# block 1

File: src/rtl/microwave_pkg.sv
// Shared types and constants for the microwave keypad front end.
package microwave_pkg;

    // Width of one BCD digit and number of digits in the MM:SS display.
    localparam int unsigned BCD_W      = 4;
    localparam int unsigned MAX_DIGITS = 4;

    // Default number of consecutive high samples of valid before a key is taken.
    localparam int unsigned DEBOUNCE_CYCLES_DEF = 2;

    // Key debounce FSM states.
    typedef enum logic [1:0] {
        StIdle = 2'd0,
        StArm  = 2'd1,
        StHeld = 2'd2
    } key_state_e;

    // True when the nibble is a legal decimal digit.
    function automatic logic is_bcd(input logic [BCD_W-1:0] digit);
        return digit <= 4'd9;
    endfunction

endpackage

File: src/rtl/key_debounce.sv
// Keypad debounce FSM: turns a held valid level into a single accept strobe.
module key_debounce
    import microwave_pkg::*;
#(
    parameter int unsigned DEBOUNCE_CYCLES = DEBOUNCE_CYCLES_DEF
) (
    input  logic i_clk,
    input  logic i_rst_n,
    input  logic i_enablen,
    input  logic i_clear,
    input  logic i_valid,
    output logic o_accept
);

    localparam logic [3:0] CntTarget = 4'(DEBOUNCE_CYCLES);

    key_state_e r_state;
    key_state_e w_state_nxt;
    logic [3:0] r_cnt;
    logic [3:0] w_cnt_nxt;
    // Set when clear lands while a key is held; that key must be released
    // before anything new is debounced, so a clear never re-enters its digit.
    logic       r_lock;
    logic       w_lock_nxt;

    // State, debounce count and post-clear lockout registers.
    always_ff @(posedge i_clk or negedge i_rst_n) begin
        if (!i_rst_n) begin
            r_state <= StIdle;
            r_cnt   <= 4'd0;
            r_lock  <= 1'b0;
        end else begin
            r_state <= w_state_nxt;
            r_cnt   <= w_cnt_nxt;
            r_lock  <= w_lock_nxt;
        end
    end

    // Next-state and accept strobe decode.
    always_comb begin
        w_state_nxt = r_state;
        w_cnt_nxt   = r_cnt;
        w_lock_nxt  = r_lock;
        o_accept    = 1'b0;

        if (i_enablen) begin
            // Disabled: drop any press in progress; lockout is kept as is.
            w_state_nxt = StIdle;
            w_cnt_nxt   = 4'd0;
        end else if (i_clear) begin
            w_state_nxt = StIdle;
            w_cnt_nxt   = 4'd0;
            w_lock_nxt  = i_valid;
        end else begin
            unique case (r_state)
                StIdle: begin
                    if (!i_valid) begin
                        w_lock_nxt = 1'b0;
                    end else if (!r_lock) begin
                        if (CntTarget == 4'd1) begin
                            o_accept    = 1'b1;
                            w_state_nxt = StHeld;
                            w_cnt_nxt   = 4'd0;
                        end else begin
                            w_state_nxt = StArm;
                            w_cnt_nxt   = 4'd1;
                        end
                    end
                end
                StArm: begin
                    if (!i_valid) begin
                        w_state_nxt = StIdle;
                        w_cnt_nxt   = 4'd0;
                    end else if (r_cnt + 4'd1 == CntTarget) begin
                        o_accept    = 1'b1;
                        w_state_nxt = StHeld;
                        w_cnt_nxt   = 4'd0;
                    end else begin
                        w_cnt_nxt = r_cnt + 4'd1;
                    end
                end
                StHeld: begin
                    // Digit changes while held are ignored until release.
                    if (!i_valid) begin
                        w_state_nxt = StIdle;
                    end
                end
                default: begin
                    w_state_nxt = StIdle;
                    w_cnt_nxt   = 4'd0;
                end
            endcase
        end
    end

endmodule

File: src/rtl/digit_loader.sv
// MM:SS time entry: debounced keypad digits shift in from the right.
module digit_loader
    import microwave_pkg::*;
#(
    parameter int unsigned DEBOUNCE_CYCLES = DEBOUNCE_CYCLES_DEF
) (
    input  logic             i_clk,
    input  logic             i_rst_n,
    input  logic             i_enablen,
    input  logic             i_clear,
    input  logic             i_valid,
    input  logic [BCD_W-1:0] i_bcd,
    output logic [BCD_W-1:0] o_min_tens,
    output logic [BCD_W-1:0] o_min_ones,
    output logic [BCD_W-1:0] o_sec_tens,
    output logic [BCD_W-1:0] o_sec_ones,
    output logic [2:0]       o_digit_count,
    output logic             o_full,
    output logic             o_nonzero,
    output logic             o_accepted
);

    localparam logic [2:0] CountMax = 3'(MAX_DIGITS);

    logic [BCD_W-1:0] r_min_tens;
    logic [BCD_W-1:0] r_min_ones;
    logic [BCD_W-1:0] r_sec_tens;
    logic [BCD_W-1:0] r_sec_ones;
    logic [2:0]       r_count;
    logic             r_accepted;

    logic w_accept;
    logic w_full;
    logic w_shift;

    key_debounce #(
        .DEBOUNCE_CYCLES(DEBOUNCE_CYCLES)
    ) u_key_debounce (
        .i_clk    (i_clk),
        .i_rst_n  (i_rst_n),
        .i_enablen(i_enablen),
        .i_clear  (i_clear),
        .i_valid  (i_valid),
        .o_accept (w_accept)
    );

    // A debounced key only loads when it is a decimal digit and there is room.
    always_comb begin
        w_full  = (r_count == CountMax);
        w_shift = w_accept && is_bcd(i_bcd) && !w_full;
    end

    // Digit shift register, digit count and accepted pulse.
    always_ff @(posedge i_clk or negedge i_rst_n) begin
        if (!i_rst_n) begin
            r_min_tens <= '0;
            r_min_ones <= '0;
            r_sec_tens <= '0;
            r_sec_ones <= '0;
            r_count    <= 3'd0;
            r_accepted <= 1'b0;
        end else if (i_enablen) begin
            r_accepted <= 1'b0;
        end else if (i_clear) begin
            r_min_tens <= '0;
            r_min_ones <= '0;
            r_sec_tens <= '0;
            r_sec_ones <= '0;
            r_count    <= 3'd0;
            r_accepted <= 1'b0;
        end else begin
            r_accepted <= w_shift;
            if (w_shift) begin
                r_min_tens <= r_min_ones;
                r_min_ones <= r_sec_tens;
                r_sec_tens <= r_sec_ones;
                r_sec_ones <= i_bcd;
                r_count    <= r_count + 3'd1;
            end
        end
    end

    // Output drive; full and nonzero decode straight from the registers.
    always_comb begin
        o_min_tens    = r_min_tens;
        o_min_ones    = r_min_ones;
        o_sec_tens    = r_sec_tens;
        o_sec_ones    = r_sec_ones;
        o_digit_count = r_count;
        o_accepted    = r_accepted;
        o_full        = w_full;
        o_nonzero     = (r_min_tens != '0) || (r_min_ones != '0) ||
                        (r_sec_tens != '0) || (r_sec_ones != '0);
    end

endmodule

File: config.mk
export PLATFORM = sky130hd
export DESIGN_NAME = digit_loader
export DESIGN_NICKNAME = d
export VERILOG_FILES = /design/src/rtl/microwave_pkg.sv /design/src/rtl/key_debounce.sv /design/src/rtl/digit_loader.sv
export SDC_FILE = /design/constraint.sdc
export NUM_CORES = 1
export LEC_CHECK = 0
export ABC_AREA = 0
export CAP_MARGIN = 10
export CORE_UTILIZATION = 40
export CTS_BUF_LIST = sky130_fd_sc_hd__clkbuf_8
export DETAILED_ROUTE_END_ITERATION = 10
export MAX_ROUTING_LAYER = met4
export PLACE_DENSITY = 0.65
export SYNTH_ARGS = -nofsm -noshare
export SYNTH_HDL_FRONTEND = slang
export SYNTH_SLANG_ARGS = --single-unit
File: constraint.sdc
create_clock -name i_clk -period 3.65 [get_ports i_clk]
set_clock_uncertainty 0.2 [all_clocks]
set_input_delay 0.73 -clock i_clk [delete_from_list [all_inputs] [get_ports i_clk]]
set_output_delay 0.73 -clock i_clk [all_outputs]
set_load 0.05 [all_outputs]
# block 2

File: src/rtl/lsu_byte_seq_if.sv
// lsu_byte_seq_if: request/response and dual byte-port RAM bundle.
// slave = sequencer side, master = execute stage plus RAM side.
interface lsu_byte_seq_if;
    logic        req_valid;
    logic        req_ready;
    logic        req_we;
    logic [2:0]  req_funct3;
    logic [31:0] req_addr;
    logic [31:0] req_wdata;
    logic        resp_valid;
    logic [31:0] resp_rdata;
    logic        resp_err;
    logic        mem_we1;
    logic        mem_we2;
    logic [31:0] mem_addr1;
    logic [31:0] mem_addr2;
    logic [7:0]  mem_wdata1;
    logic [7:0]  mem_wdata2;
    logic [7:0]  mem_rdata1;
    logic [7:0]  mem_rdata2;

    modport slave (
        input  req_valid, req_we, req_funct3,
        input  req_addr, req_wdata,
        input  mem_rdata1, mem_rdata2,
        output req_ready, resp_valid,
        output resp_rdata, resp_err,
        output mem_we1, mem_we2,
        output mem_addr1, mem_addr2,
        output mem_wdata1, mem_wdata2
    );

    modport master (
        output req_valid, req_we, req_funct3,
        output req_addr, req_wdata,
        output mem_rdata1, mem_rdata2,
        input  req_ready, resp_valid,
        input  resp_rdata, resp_err,
        input  mem_we1, mem_we2,
        input  mem_addr1, mem_addr2,
        input  mem_wdata1, mem_wdata2
    );
endinterface

File: src/rtl/lsu_byte_seq.sv
// lsu_byte_seq: RV32I load/store sequencer over two 8-bit RAM ports.
// Ports: clk, rst (sync, active-high), bus (lsu_byte_seq_if.slave).
// Optional MISALIGN_CHECK_EN rejects misaligned H/HU/W requests.
module lsu_byte_seq (
    input  logic          clk,
    input  logic          rst,
    lsu_byte_seq_if.slave bus
);
    typedef enum logic [2:0] {
        S_IDLE,
        S_ACC0,
        S_ACC1,
        S_WAIT,
        S_DONE
    } state_e;

    state_e      state_q, state_d;
    logic [31:0] addr_q, addr_d;
    logic [2:0]  f3_q, f3_d;
    logic        we_q, we_d;
    logic [31:0] wdata_q, wdata_d;
    logic [15:0] lo_q, lo_d;
    logic [31:0] rdata_q, rdata_d;
    logic        err_q, err_d;
    logic [31:0] a1_q, a1_d;
    logic [31:0] a2_q, a2_d;
    logic [7:0]  wd1_q, wd1_d;
    logic [7:0]  wd2_q, wd2_d;

    logic        bad;
    logic        wide;
    logic        we1_c;
    logic        we2_c;
    logic [31:0] word;
    logic [31:0] ext;

    always_comb begin
        bad = (bus.req_funct3 == 3'b011) ||
              (bus.req_funct3 == 3'b110) ||
              (bus.req_funct3 == 3'b111) ||
              (bus.req_we && bus.req_funct3[2]);
`ifdef MISALIGN_CHECK_EN
        if (bus.req_funct3[1:0] == 2'b01 &&
            bus.req_addr[0])
            bad = 1'b1;
        if (bus.req_funct3[1:0] == 2'b10 &&
            bus.req_addr[1:0] != 2'b00)
            bad = 1'b1;
`endif
    end

    assign wide = (f3_q[1:0] == 2'b10);

    always_comb begin
        state_d = state_q;
        addr_d  = addr_q;
        f3_d    = f3_q;
        we_d    = we_q;
        wdata_d = wdata_q;
        lo_d    = lo_q;
        rdata_d = rdata_q;
        err_d   = err_q;
        a1_d    = a1_q;
        a2_d    = a2_q;
        wd1_d   = wd1_q;
        wd2_d   = wd2_q;
        we1_c   = 1'b0;
        we2_c   = 1'b0;
        word    = '0;
        ext     = '0;

        unique case (1'b1)
            (state_q == S_IDLE): begin
                if (bus.req_valid) begin
                    addr_d  = bus.req_addr;
                    f3_d    = bus.req_funct3;
                    we_d    = bus.req_we;
                    wdata_d = bus.req_wdata;
                    rdata_d = '0;
                    err_d   = bad;
                    state_d = bad ? S_DONE : S_ACC0;
                end
            end
            (state_q == S_ACC0): begin
                a1_d    = addr_q;
                a2_d    = addr_q + 32'd1;
                wd1_d   = wdata_q[7:0];
                wd2_d   = wdata_q[15:8];
                we1_c   = we_q;
                we2_c   = we_q && (f3_q[1:0] != 2'b00);
                state_d = wide ? S_ACC1 : S_WAIT;
            end
            (state_q == S_ACC1): begin
                a1_d    = addr_q + 32'd2;
                a2_d    = addr_q + 32'd3;
                wd1_d   = wdata_q[23:16];
                wd2_d   = wdata_q[31:24];
                we1_c   = we_q;
                we2_c   = we_q;
                lo_d    = {bus.mem_rdata2, bus.mem_rdata1};
                state_d = S_WAIT;
            end
            (state_q == S_WAIT): begin
                // Last read phase lands now; fold it in
                // with bytes 0,1 held from ACC1 if wide.
                if (wide)
                    word = {bus.mem_rdata2,
                            bus.mem_rdata1, lo_q};
                else
                    word = {16'h0, bus.mem_rdata2,
                            bus.mem_rdata1};
                case (f3_q)
                    3'b000:  ext = {{24{word[7]}},
                                    word[7:0]};
                    3'b001:  ext = {{16{word[15]}},
                                    word[15:0]};
                    3'b100:  ext = {24'h0, word[7:0]};
                    3'b101:  ext = {16'h0, word[15:0]};
                    default: ext = word;
                endcase
                rdata_d = we_q ? 32'h0 : ext;
                state_d = S_DONE;
            end
            (state_q == S_DONE): begin
                rdata_d = '0;
                err_d   = 1'b0;
                state_d = S_IDLE;
            end
            default: begin
                state_d = S_IDLE;
            end
        endcase
    end

    always_ff @(posedge clk) begin
        if (rst) begin
            state_q <= S_IDLE;
            addr_q  <= '0;
            f3_q    <= '0;
            we_q    <= 1'b0;
            wdata_q <= '0;
            lo_q    <= '0;
            rdata_q <= '0;
            err_q   <= 1'b0;
            a1_q    <= '0;
            a2_q    <= '0;
            wd1_q   <= '0;
            wd2_q   <= '0;
        end else begin
            state_q <= state_d;
            addr_q  <= addr_d;
            f3_q    <= f3_d;
            we_q    <= we_d;
            wdata_q <= wdata_d;
            lo_q    <= lo_d;
            rdata_q <= rdata_d;
            err_q   <= err_d;
            a1_q    <= a1_d;
            a2_q    <= a2_d;
            wd1_q   <= wd1_d;
            wd2_q   <= wd2_d;
        end
    end

    // Ports show the live phase address/data and keep
    // it afterwards, so the hold regs track the _d value.
    assign bus.mem_addr1  = a1_d;
    assign bus.mem_addr2  = a2_d;
    assign bus.mem_wdata1 = wd1_d;
    assign bus.mem_wdata2 = wd2_d;
    assign bus.mem_we1    = we1_c && !rst;
    assign bus.mem_we2    = we2_c && !rst;

    assign bus.req_ready  = (state_q == S_IDLE) && !rst;
    assign bus.resp_valid = (state_q == S_DONE) && !rst;
    assign bus.resp_rdata = rdata_q;
    assign bus.resp_err   = err_q;
endmodule

File: src/flat_wrapper.sv
// flat-port wrapper written by rule: the top's interface ports become plain ports
module lsu_byte_seq_flat 
  (clk, rst, bus_req_valid, bus_req_we, bus_req_funct3, bus_req_addr, bus_req_wdata, bus_mem_rdata1, bus_mem_rdata2, bus_req_ready, bus_resp_valid, bus_resp_rdata, bus_resp_err, bus_mem_we1, bus_mem_we2, bus_mem_addr1, bus_mem_addr2, bus_mem_wdata1, bus_mem_wdata2);
  lsu_byte_seq_if bus_i ();
  input  logic clk;
  input  logic rst;
  input wire logic [$bits(bus_i.req_valid)-1:0] bus_req_valid;
  input wire logic [$bits(bus_i.req_we)-1:0] bus_req_we;
  input wire logic [$bits(bus_i.req_funct3)-1:0] bus_req_funct3;
  input wire logic [$bits(bus_i.req_addr)-1:0] bus_req_addr;
  input wire logic [$bits(bus_i.req_wdata)-1:0] bus_req_wdata;
  input wire logic [$bits(bus_i.mem_rdata1)-1:0] bus_mem_rdata1;
  input wire logic [$bits(bus_i.mem_rdata2)-1:0] bus_mem_rdata2;
  output wire logic [$bits(bus_i.req_ready)-1:0] bus_req_ready;
  output wire logic [$bits(bus_i.resp_valid)-1:0] bus_resp_valid;
  output wire logic [$bits(bus_i.resp_rdata)-1:0] bus_resp_rdata;
  output wire logic [$bits(bus_i.resp_err)-1:0] bus_resp_err;
  output wire logic [$bits(bus_i.mem_we1)-1:0] bus_mem_we1;
  output wire logic [$bits(bus_i.mem_we2)-1:0] bus_mem_we2;
  output wire logic [$bits(bus_i.mem_addr1)-1:0] bus_mem_addr1;
  output wire logic [$bits(bus_i.mem_addr2)-1:0] bus_mem_addr2;
  output wire logic [$bits(bus_i.mem_wdata1)-1:0] bus_mem_wdata1;
  output wire logic [$bits(bus_i.mem_wdata2)-1:0] bus_mem_wdata2;
  assign bus_i.req_valid = bus_req_valid;
  assign bus_i.req_we = bus_req_we;
  assign bus_i.req_funct3 = bus_req_funct3;
  assign bus_i.req_addr = bus_req_addr;
  assign bus_i.req_wdata = bus_req_wdata;
  assign bus_i.mem_rdata1 = bus_mem_rdata1;
  assign bus_i.mem_rdata2 = bus_mem_rdata2;
  assign bus_req_ready = bus_i.req_ready;
  assign bus_resp_valid = bus_i.resp_valid;
  assign bus_resp_rdata = bus_i.resp_rdata;
  assign bus_resp_err = bus_i.resp_err;
  assign bus_mem_we1 = bus_i.mem_we1;
  assign bus_mem_we2 = bus_i.mem_we2;
  assign bus_mem_addr1 = bus_i.mem_addr1;
  assign bus_mem_addr2 = bus_i.mem_addr2;
  assign bus_mem_wdata1 = bus_i.mem_wdata1;
  assign bus_mem_wdata2 = bus_i.mem_wdata2;
  lsu_byte_seq u_core (.clk(clk), .rst(rst), .bus(bus_i));
endmodule
File: config.mk
export PLATFORM = sky130hd
export DESIGN_NAME = lsu_byte_seq_flat
export DESIGN_NICKNAME = d
export VERILOG_FILES = /design/src/rtl/lsu_byte_seq_if.sv /design/src/rtl/lsu_byte_seq.sv /design/src/flat_wrapper.sv
export SDC_FILE = /design/constraint.sdc
export NUM_CORES = 1
export LEC_CHECK = 0
export ABC_AREA = 1
export CAP_MARGIN = 10
export CORE_UTILIZATION = 40
export DETAILED_ROUTE_END_ITERATION = 8
export PLACE_DENSITY_LB_ADDON = 0.05
export SLEW_MARGIN = 0
export SYNTH_ARGS = -nofsm -noshare
export SYNTH_HDL_FRONTEND = slang
export SYNTH_SLANG_ARGS = --single-unit
File: constraint.sdc
create_clock -name clk -period 5.2 [get_ports clk]
set_input_delay 0.52 -clock clk [delete_from_list [all_inputs] [get_ports clk]]
set_output_delay 0.52 -clock clk [all_outputs]
set_load 0.05 [all_outputs]
# block 3

## src/rtl/uart_pkg.sv

```systemverilog
`default_nettype none
// ============================================================================
// Module  : uart_pkg
// Brief   : Shared UART constants and FSM state encoding for the TX/RX stages.
// Revision: 1.0 - initial release
// ============================================================================
package uart_pkg;

  localparam int   UART_CLKS_PER_BIT = 5208;  // 50 MHz / 9600 baud
  localparam int   UART_DATA_BITS    = 8;
  localparam logic UART_IDLE_LEVEL   = 1'b1;

  typedef enum logic [2:0] {
    IDLE      = 3'd0,
    START_BIT = 3'd1,
    DATA_BITS = 3'd2,
    STOP_BIT  = 3'd3,
    DONE      = 3'd4
  } uart_state_t;

endpackage
`default_nettype wire

```

## src/rtl/uart_tx_dois_bytes_if.sv

```systemverilog
`default_nettype none
// ============================================================================
// Module  : uart_tx_dois_bytes_if
// Brief   : Request/status bundle between the sensor stage and the 2-byte TX.
// Revision: 1.0 - initial release
// ============================================================================
interface uart_tx_dois_bytes_if;

  logic       start;
  logic [7:0] byte_comando;
  logic [7:0] byte_valor;
  logic       busy;
  logic       tx;
  logic       done;

  modport master (
    output start, byte_comando, byte_valor,
    input  busy, tx, done
  );

  modport slave (
    input  start, byte_comando, byte_valor,
    output busy, tx, done
  );

endinterface
`default_nettype wire

```

## src/rtl/uart_baud_tick.sv

```systemverilog
`default_nettype none
// ============================================================================
// Module  : uart_baud_tick
// Brief   : Bit-period counter; tick is high on the last cycle of each bit.
// Revision: 1.0 - initial release
// ============================================================================
module uart_baud_tick
  import uart_pkg::*;
#(
  parameter int CLKS_PER_BIT = UART_CLKS_PER_BIT
) (
  input  logic clock,
  input  logic reset,
  input  logic clear,
  output logic tick
);

  localparam int               c_WIDTH = $clog2(CLKS_PER_BIT);
  localparam logic [c_WIDTH-1:0] c_LAST = c_WIDTH'(CLKS_PER_BIT - 1);

  logic [c_WIDTH-1:0] r_count;

  always_ff @(posedge clock or posedge reset) begin
    if (reset) begin
      r_count <= '0;
    end else if (clear || (r_count == c_LAST)) begin
      r_count <= '0;
    end else begin
      r_count <= r_count + 1'b1;
    end
  end

  assign tick = (r_count == c_LAST);

endmodule
`default_nettype wire

```

## src/rtl/uart_tx_dois_bytes.sv

```systemverilog
`default_nettype none
// ============================================================================
// Module  : uart_tx_dois_bytes
// Brief   : 8N1 transmitter sending command byte then value byte back-to-back.
// Revision: 1.0 - initial release
// ============================================================================
module uart_tx_dois_bytes
  import uart_pkg::*;
#(
  parameter int   CLKS_PER_BIT = UART_CLKS_PER_BIT,
  parameter logic IDLE_LEVEL   = UART_IDLE_LEVEL
) (
  input  logic                 clock,
  input  logic                 reset,
  uart_tx_dois_bytes_if.slave  bus
);

  localparam logic [2:0] c_LAST_BIT = 3'(UART_DATA_BITS - 1);

  uart_state_t r_state;
  uart_state_t w_nextState;
  logic [15:0] r_data;
  logic        r_byteIdx;
  logic [2:0]  r_bitIdx;
  logic        w_tick;
  logic        w_clear;
  logic        w_txBit;

  // Counter restarts on every state entry so each state owns whole bit periods.
  uart_baud_tick #(
    .CLKS_PER_BIT (CLKS_PER_BIT)
  ) u_baudTick (
    .clock (clock),
    .reset (reset),
    .clear (w_clear),
    .tick  (w_tick)
  );

  always_ff @(posedge clock or posedge reset) begin
    if (reset) begin
      r_state <= IDLE;
    end else begin
      r_state <= w_nextState;
    end
  end

  always_comb begin
    w_nextState = r_state;
    case (r_state)
      IDLE:      if (bus.start) w_nextState = START_BIT;
      START_BIT: if (w_tick) w_nextState = DATA_BITS;
      DATA_BITS: if (w_tick && (r_bitIdx == c_LAST_BIT)) w_nextState = STOP_BIT;
      STOP_BIT:  if (w_tick) w_nextState = r_byteIdx ? DONE : START_BIT;
      DONE:      w_nextState = IDLE;
      default:   w_nextState = IDLE;
    endcase
  end

  assign w_clear = (r_state == IDLE) || (w_nextState != r_state);

  always_ff @(posedge clock or posedge reset) begin
    if (reset) begin
      r_data    <= '0;
      r_byteIdx <= 1'b0;
      r_bitIdx  <= '0;
    end else begin
      case (r_state)
        IDLE: begin
          if (bus.start) begin
            r_data    <= {bus.byte_valor, bus.byte_comando};
            r_byteIdx <= 1'b0;
            r_bitIdx  <= '0;
          end
        end
        START_BIT: r_bitIdx <= '0;
        DATA_BITS: if (w_tick) r_bitIdx <= r_bitIdx + 1'b1;
        STOP_BIT:  if (w_tick && !r_byteIdx) r_byteIdx <= 1'b1;
        default:   ;
      endcase
    end
  end

  // Byte index selects the upper half of the latched word for the second frame.
  assign w_txBit = r_data[{r_byteIdx, r_bitIdx}];

  always_comb begin
    bus.tx   = IDLE_LEVEL;
    bus.busy = 1'b0;
    bus.done = 1'b0;
    case (r_state)
      START_BIT: begin
        bus.tx   = ~IDLE_LEVEL;
        bus.busy = 1'b1;
      end
      DATA_BITS: begin
        bus.tx   = w_txBit;
        bus.busy = 1'b1;
      end
      STOP_BIT:  bus.busy = 1'b1;
      DONE:      bus.done = 1'b1;
      default:   ;
    endcase
  end

endmodule
`default_nettype wire

```

## src/flat_wrapper.sv

```systemverilog
// flat-port wrapper written by rule: the top's interface ports become plain ports
module uart_tx_dois_bytes_flat import uart_pkg::*;
#(
  parameter int   CLKS_PER_BIT = UART_CLKS_PER_BIT,
  parameter logic IDLE_LEVEL   = UART_IDLE_LEVEL
)
  (clock, reset, bus_start, bus_byte_comando, bus_byte_valor, bus_busy, bus_tx, bus_done);
  uart_tx_dois_bytes_if bus_i ();
  input  logic clock;
  input  logic reset;
  input wire logic [$bits(bus_i.start)-1:0] bus_start;
  input wire logic [$bits(bus_i.byte_comando)-1:0] bus_byte_comando;
  input wire logic [$bits(bus_i.byte_valor)-1:0] bus_byte_valor;
  output wire logic [$bits(bus_i.busy)-1:0] bus_busy;
  output wire logic [$bits(bus_i.tx)-1:0] bus_tx;
  output wire logic [$bits(bus_i.done)-1:0] bus_done;
  assign bus_i.start = bus_start;
  assign bus_i.byte_comando = bus_byte_comando;
  assign bus_i.byte_valor = bus_byte_valor;
  assign bus_busy = bus_i.busy;
  assign bus_tx = bus_i.tx;
  assign bus_done = bus_i.done;
  uart_tx_dois_bytes #(.CLKS_PER_BIT(CLKS_PER_BIT), .IDLE_LEVEL(IDLE_LEVEL)) u_core (.clock(clock), .reset(reset), .bus(bus_i));
endmodule
```

## config.mk

```make
export PLATFORM = sky130hd
export DESIGN_NAME = uart_tx_dois_bytes_flat
export DESIGN_NICKNAME = d
export VERILOG_FILES = /design/src/rtl/uart_pkg.sv /design/src/rtl/uart_tx_dois_bytes_if.sv /design/src/rtl/uart_baud_tick.sv /design/src/rtl/uart_tx_dois_bytes.sv /design/src/flat_wrapper.sv
export SDC_FILE = /design/constraint.sdc
export NUM_CORES = 1
export LEC_CHECK = 0
export CAP_MARGIN = 25
export CORE_MARGIN = 3
export CORE_UTILIZATION = 59
export CTS_CLUSTER_DIAMETER = 60
export DETAILED_ROUTE_END_ITERATION = 8
export HOLD_SLACK_MARGIN = 0.12
export PLACE_DENSITY = 0.84
export SETUP_SLACK_MARGIN = 0.2
export SYNTH_ARGS = -nofsm -noshare
export SYNTH_HDL_FRONTEND = slang
export SYNTH_SLANG_ARGS = --single-unit
```

## constraint.sdc

```tcl
create_clock -name clock -period 4.58 [get_ports clock]
set_input_delay 0.687 -clock clock [delete_from_list [all_inputs] [get_ports clock]]
set_output_delay 0.687 -clock clock [all_outputs]
set_load 0.02 [all_outputs]
```

### Cell placement, block 1

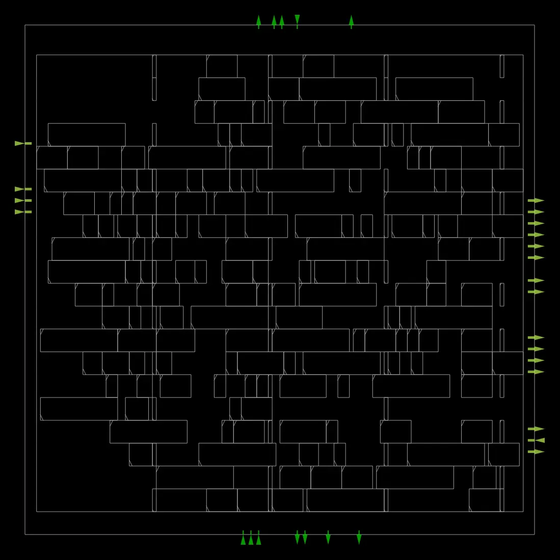
num sequential: 27
Seq area share: 38.2%
final core occ: 56.1%
num rows: 20
Non-Filler Instances: 209

==> metrics.cfg, block 1 <==
[worst_setup_path]
crit_slowest_cell = clkdlybuf4s50_1
startpoint_type = flop
crit_family = buffers and inverters

[detailed_routing]
drcViolationCount = 0
vias = 1051

[yosys]
yosys_warnings = 0
synth-main-ff-cell = dfrtp_1
synthesis.area_per_instance_um2 = 10.4
top_cell_area_share_pct = 49.0
synth_seq_share_pct = 49.0
top_cell = dfrtp_1
async_flop_share_pct = 100
synth_flops = 27

[pwr]
total_power_uw = 502
clkPwrFrac_pct = 32.2
seq-power_uw = 305
power.density_nw_per_um2 = 284
seq_power_share_pct = 60.7

[outcome]
status = complete, no violations

[global_routing]
grt_busiest_layer = met2
grt_pass1_vias = 1094

[cells_and_area]
clock_buffers = 3
fillers = 286

[clocking]
clkTransAtPathRegs_ps = 90
cts_tree = done
cts_repair_resize_count = 0
clock-sinks = 27
insertion_delay_ps = 260

[min_path]
min-delay-start = u_key_debounce.r_state[1]

[final_timing]
fin_crit_ps = 2870
fin_ws_ps = 777

[floorplan]
dieArea_um2 = 3680

[block 1: kinds of logic after synthesis]
logic type / count (synthesis) / share of synthesized area [%]
AOI/OAI and AO/OA: 17 / 8.54
buffers and inverters: 21 / 6.36
and+or+nand+nor: 45 / 16.2
DFF: 27 / 49.0
xor gates and xnor gates: 1 / 0.636
adders and majority gates: 4 / 3.63
muxes: 18 / 15.6
[block 1: worst reg2reg max path: stages (launching register included)]
cell	delay, ps
dfrtp_1	450
ha_1	230
or4b_1	170
clkinv_1	110
o21ai_2	750
buf_4	320
mux2_4	310
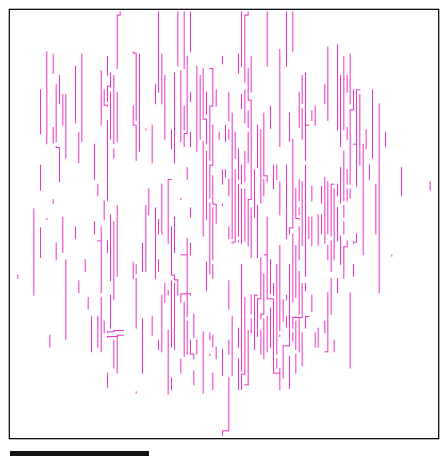
*M2 wires, block 3*
Bar = 20 um.
main direction	vertical
wire length on this layer	1650 um
nets with wire on the layer	178
longest straight run	27.2 um
share of all routed wire	47%
via count: 1287
final wirelength: 3.52 mm
M2 GR Usage: 32.9%

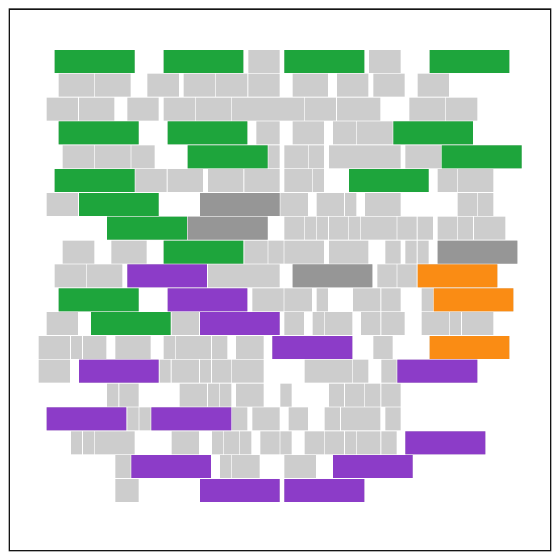
*Register map, names as in the netlist, block 3*
Other sequential cells in the stronger grey, the rest of the logic in the fainter grey.
netlist name	colour	placed flops
`u_core.r_data`	green	16
`u_core.r_state`	orange	3
`u_core.u_baudTick.r_count`	purple	13

==> metrics.cfg, block 3 <==
[yosys]
synth.distinct_cells = 39
synth_flops = 36
synth-main-ff-cell = dfrtp_1
async_flop_share_pct = 100
synthAdderAreaFrac_pct = 2.06
synth_seq_share_pct = 49.3
muxShareOfSynthArea_pct = 16.4

[detailed_routing]
wl_per_cell_um = 16.5
dr.pass1.iters = 4

[cells_and_area]
top_register = u_core.r_data
largest_cell_class = registers
fillers = 193
ff_count = 36
top_regs = u_core.r_data: 16 flops, u_core.u_baudTick.r_count: 13 flops

[worst_setup_path]
worstSetupEndpoint = bus_tx
critPathLaunch = u_core.r_bitIdx[0]
critPathKind = flop to output port
cp-end-kind = output port

[placed_design]
place.gp.congestion = 0.872
port_buffers = 21
place_hpwl_mm = 2.57
dpl_worst_slack_ps = 1580

[clocking]
cts_tree = done
cts-htree-levels = 2
clockBufferDepth = 2

[pwr]
power.density_nw_per_um2 = 259
power_leader = sequential cells
seq_power_share_pct = 60.4

[floorplan]
die.size.y_um = 61.6
initCoreUtil_pct = 64.0
rows = 19

[min_path]
min_path_cells = 1
hold_end = u_core.u_baudTick.r_count[0]

[outcome]
status = complete, no violations

[global_routing]
grt_pass1_wl_mm = 6.02
globalRoute.totalOverflow = 0
grt_max_degree = 37

[run]
warnings = 26

[final_timing]
drv_slew = 0
clock_skew_ps = 16.1
worst_slew_pin_slew_ps = 540

-- block 3: per-stage QoR --
stage	area [um^2]	util (%)	hold slack, ps	power, mW	cells
global route	2100	73.6	487	0.573	213
CTS	2100	73.6	464	0.550	213
finish	2100	73.6	459	0.544	213
detailed placement	2040	71.4	450	0.368	205
global placement	2030	71.0	435	0.366	204
floorplan	1830	-	424	0.347	160
-- block 3: routing by layer --
metal | track usage [%] | wire length [um]
met3 | 7.13 | 141
met2 | 32.9 | 1650
met1 | 30.0 | 1670
met5 | 0 | 0
met4 | 10.3 | 54
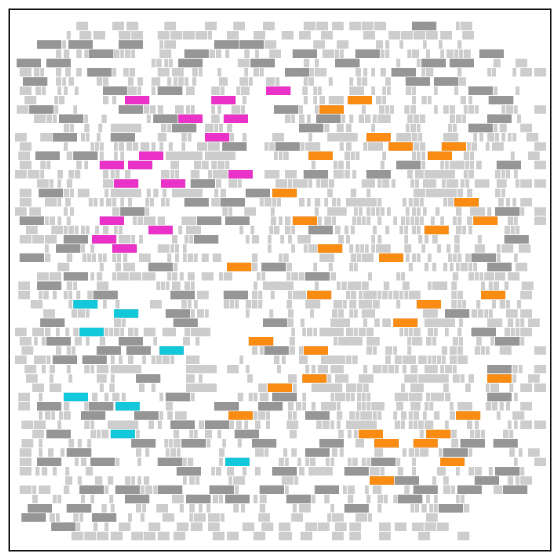
*Register map, names as in the netlist, block 2*
Other sequential cells in the stronger grey, the rest of the logic in the fainter grey.
netlist name	colour	placed flops
`u_core.wd2_q`	cyan	8
`u_core.addr_q`	orange	32
`u_core.lo_q`	magenta	16
not coloured	144
Reg area: 4000 um^2
Seq area share: 32.0%
sequential power: 1.87 mW

==> metrics.cfg, block 2 <==
[outcome]
status = complete, no violations

[detailed_routing]
wl_met2_mm = 14.5
wl_per_cell_um = 15.8
dr.max_layer_used = met5

[worst_setup_path]
worstPathMaxFanout = 17
rr_endpoint = u_core.a2_q[12]
critPathArrivalTime_ps = 3660
r2r-start = u_core.state_q[1]
critPathKind = flop to output port

[final_timing]
fin_crit_ps = 4180
timing.final.hold_violations = 0
fin_crit_sh_pct = 80.3
rsz0062_at_grt = false

[pwr]
p_comb_mw = 2.14

[yosys]
ys_sh_simple_pct = 33.6
synth.distinct_cells = 38
top_cell = nand2_1
yosysChipArea_um2 = 9780

[cells_and_area]
logic_area_um2 = 4980
largest_cell_class = logic gates
design_area_um2 = 12500
utilization_pct = 52.7
inverters = 119
layout.cells.non_filler = 1901

[global_routing]
grt_usage_pct = 24.5
grt_max_degree = 85
use_met2_pct = 41.6

[floorplan]
dieArea_um2 = 25100
initCoreUtil_pct = 41.2

[placed_design]
dpl_cell_area_um2 = 11900

[run]
warnings = 26

==> block 2: cells in the final DEF, fill, tap and decap left out, drive strengths merged <==
master / count
nor3: 2
clkinv: 5
dfxtp: 200
o22ai: 3
inv: 124
ha: 2
clkinvlp: 3
nand3: 120
a21oi: 118
a211oi: 44
o211ai: 8
nor2: 131
o21ai: 60
buf: 9
nand2: 481
bufinv: 1
a31oi: 24
or2: 16
clkdlybuf4s50: 202
xnor2: 2
o31ai: 1
nor4: 1
fa: 1
clkbuf: 18
nand4: 1
xor2: 5


==> screenshots <==
Port wiring.
image #1
Bar = 20 um.
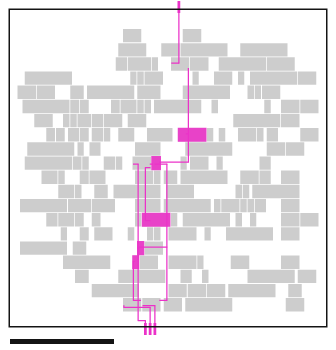
image #2
Bar = 20 um.
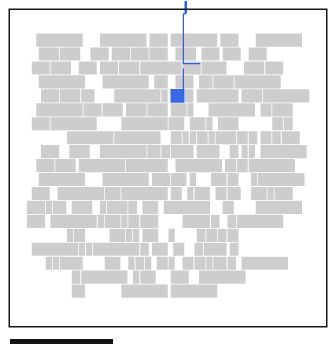
image #3
Bar = 50 um.
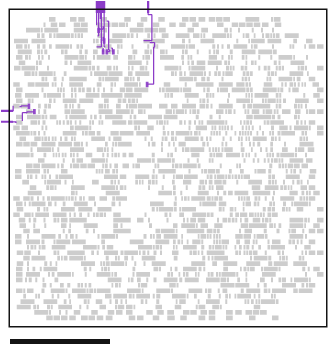
block 3: image #2
block 1: image #1
block 2: image #3

Key to image #2:
port	colour	direction	edge	end cells	wire
`bus_tx`	blue	output	top	1	18.6 um


==> screenshots <==
Routed metal, one colour a layer.
Two of the layers only.
(a)
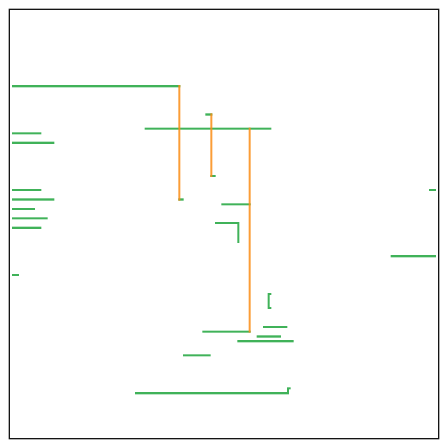
(b)
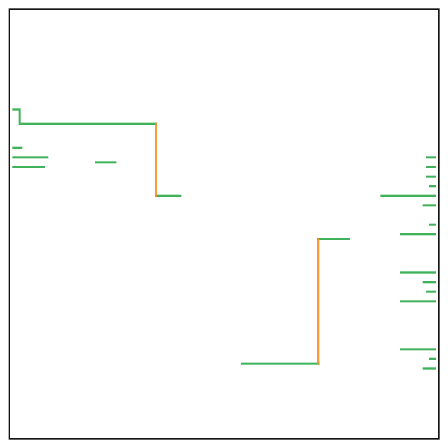
(c)
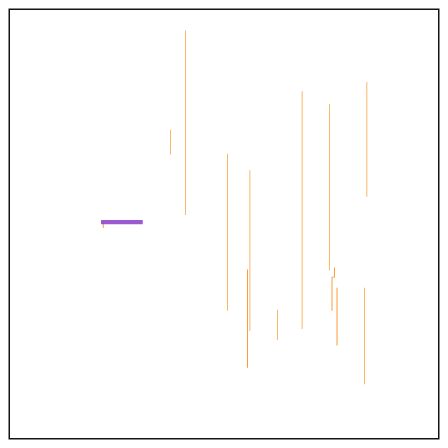
The one with the most wire is (c).
The one with the least wire is (b).
(c) is block 2.
(a) is block 3.
(b) is block 1.

Key to (c):
layer	colour	wire length
metal 4	orange	507 um
metal 5	purple	13.8 um

Power figures rest on the tool's default switching activity, not on a simulated workload.
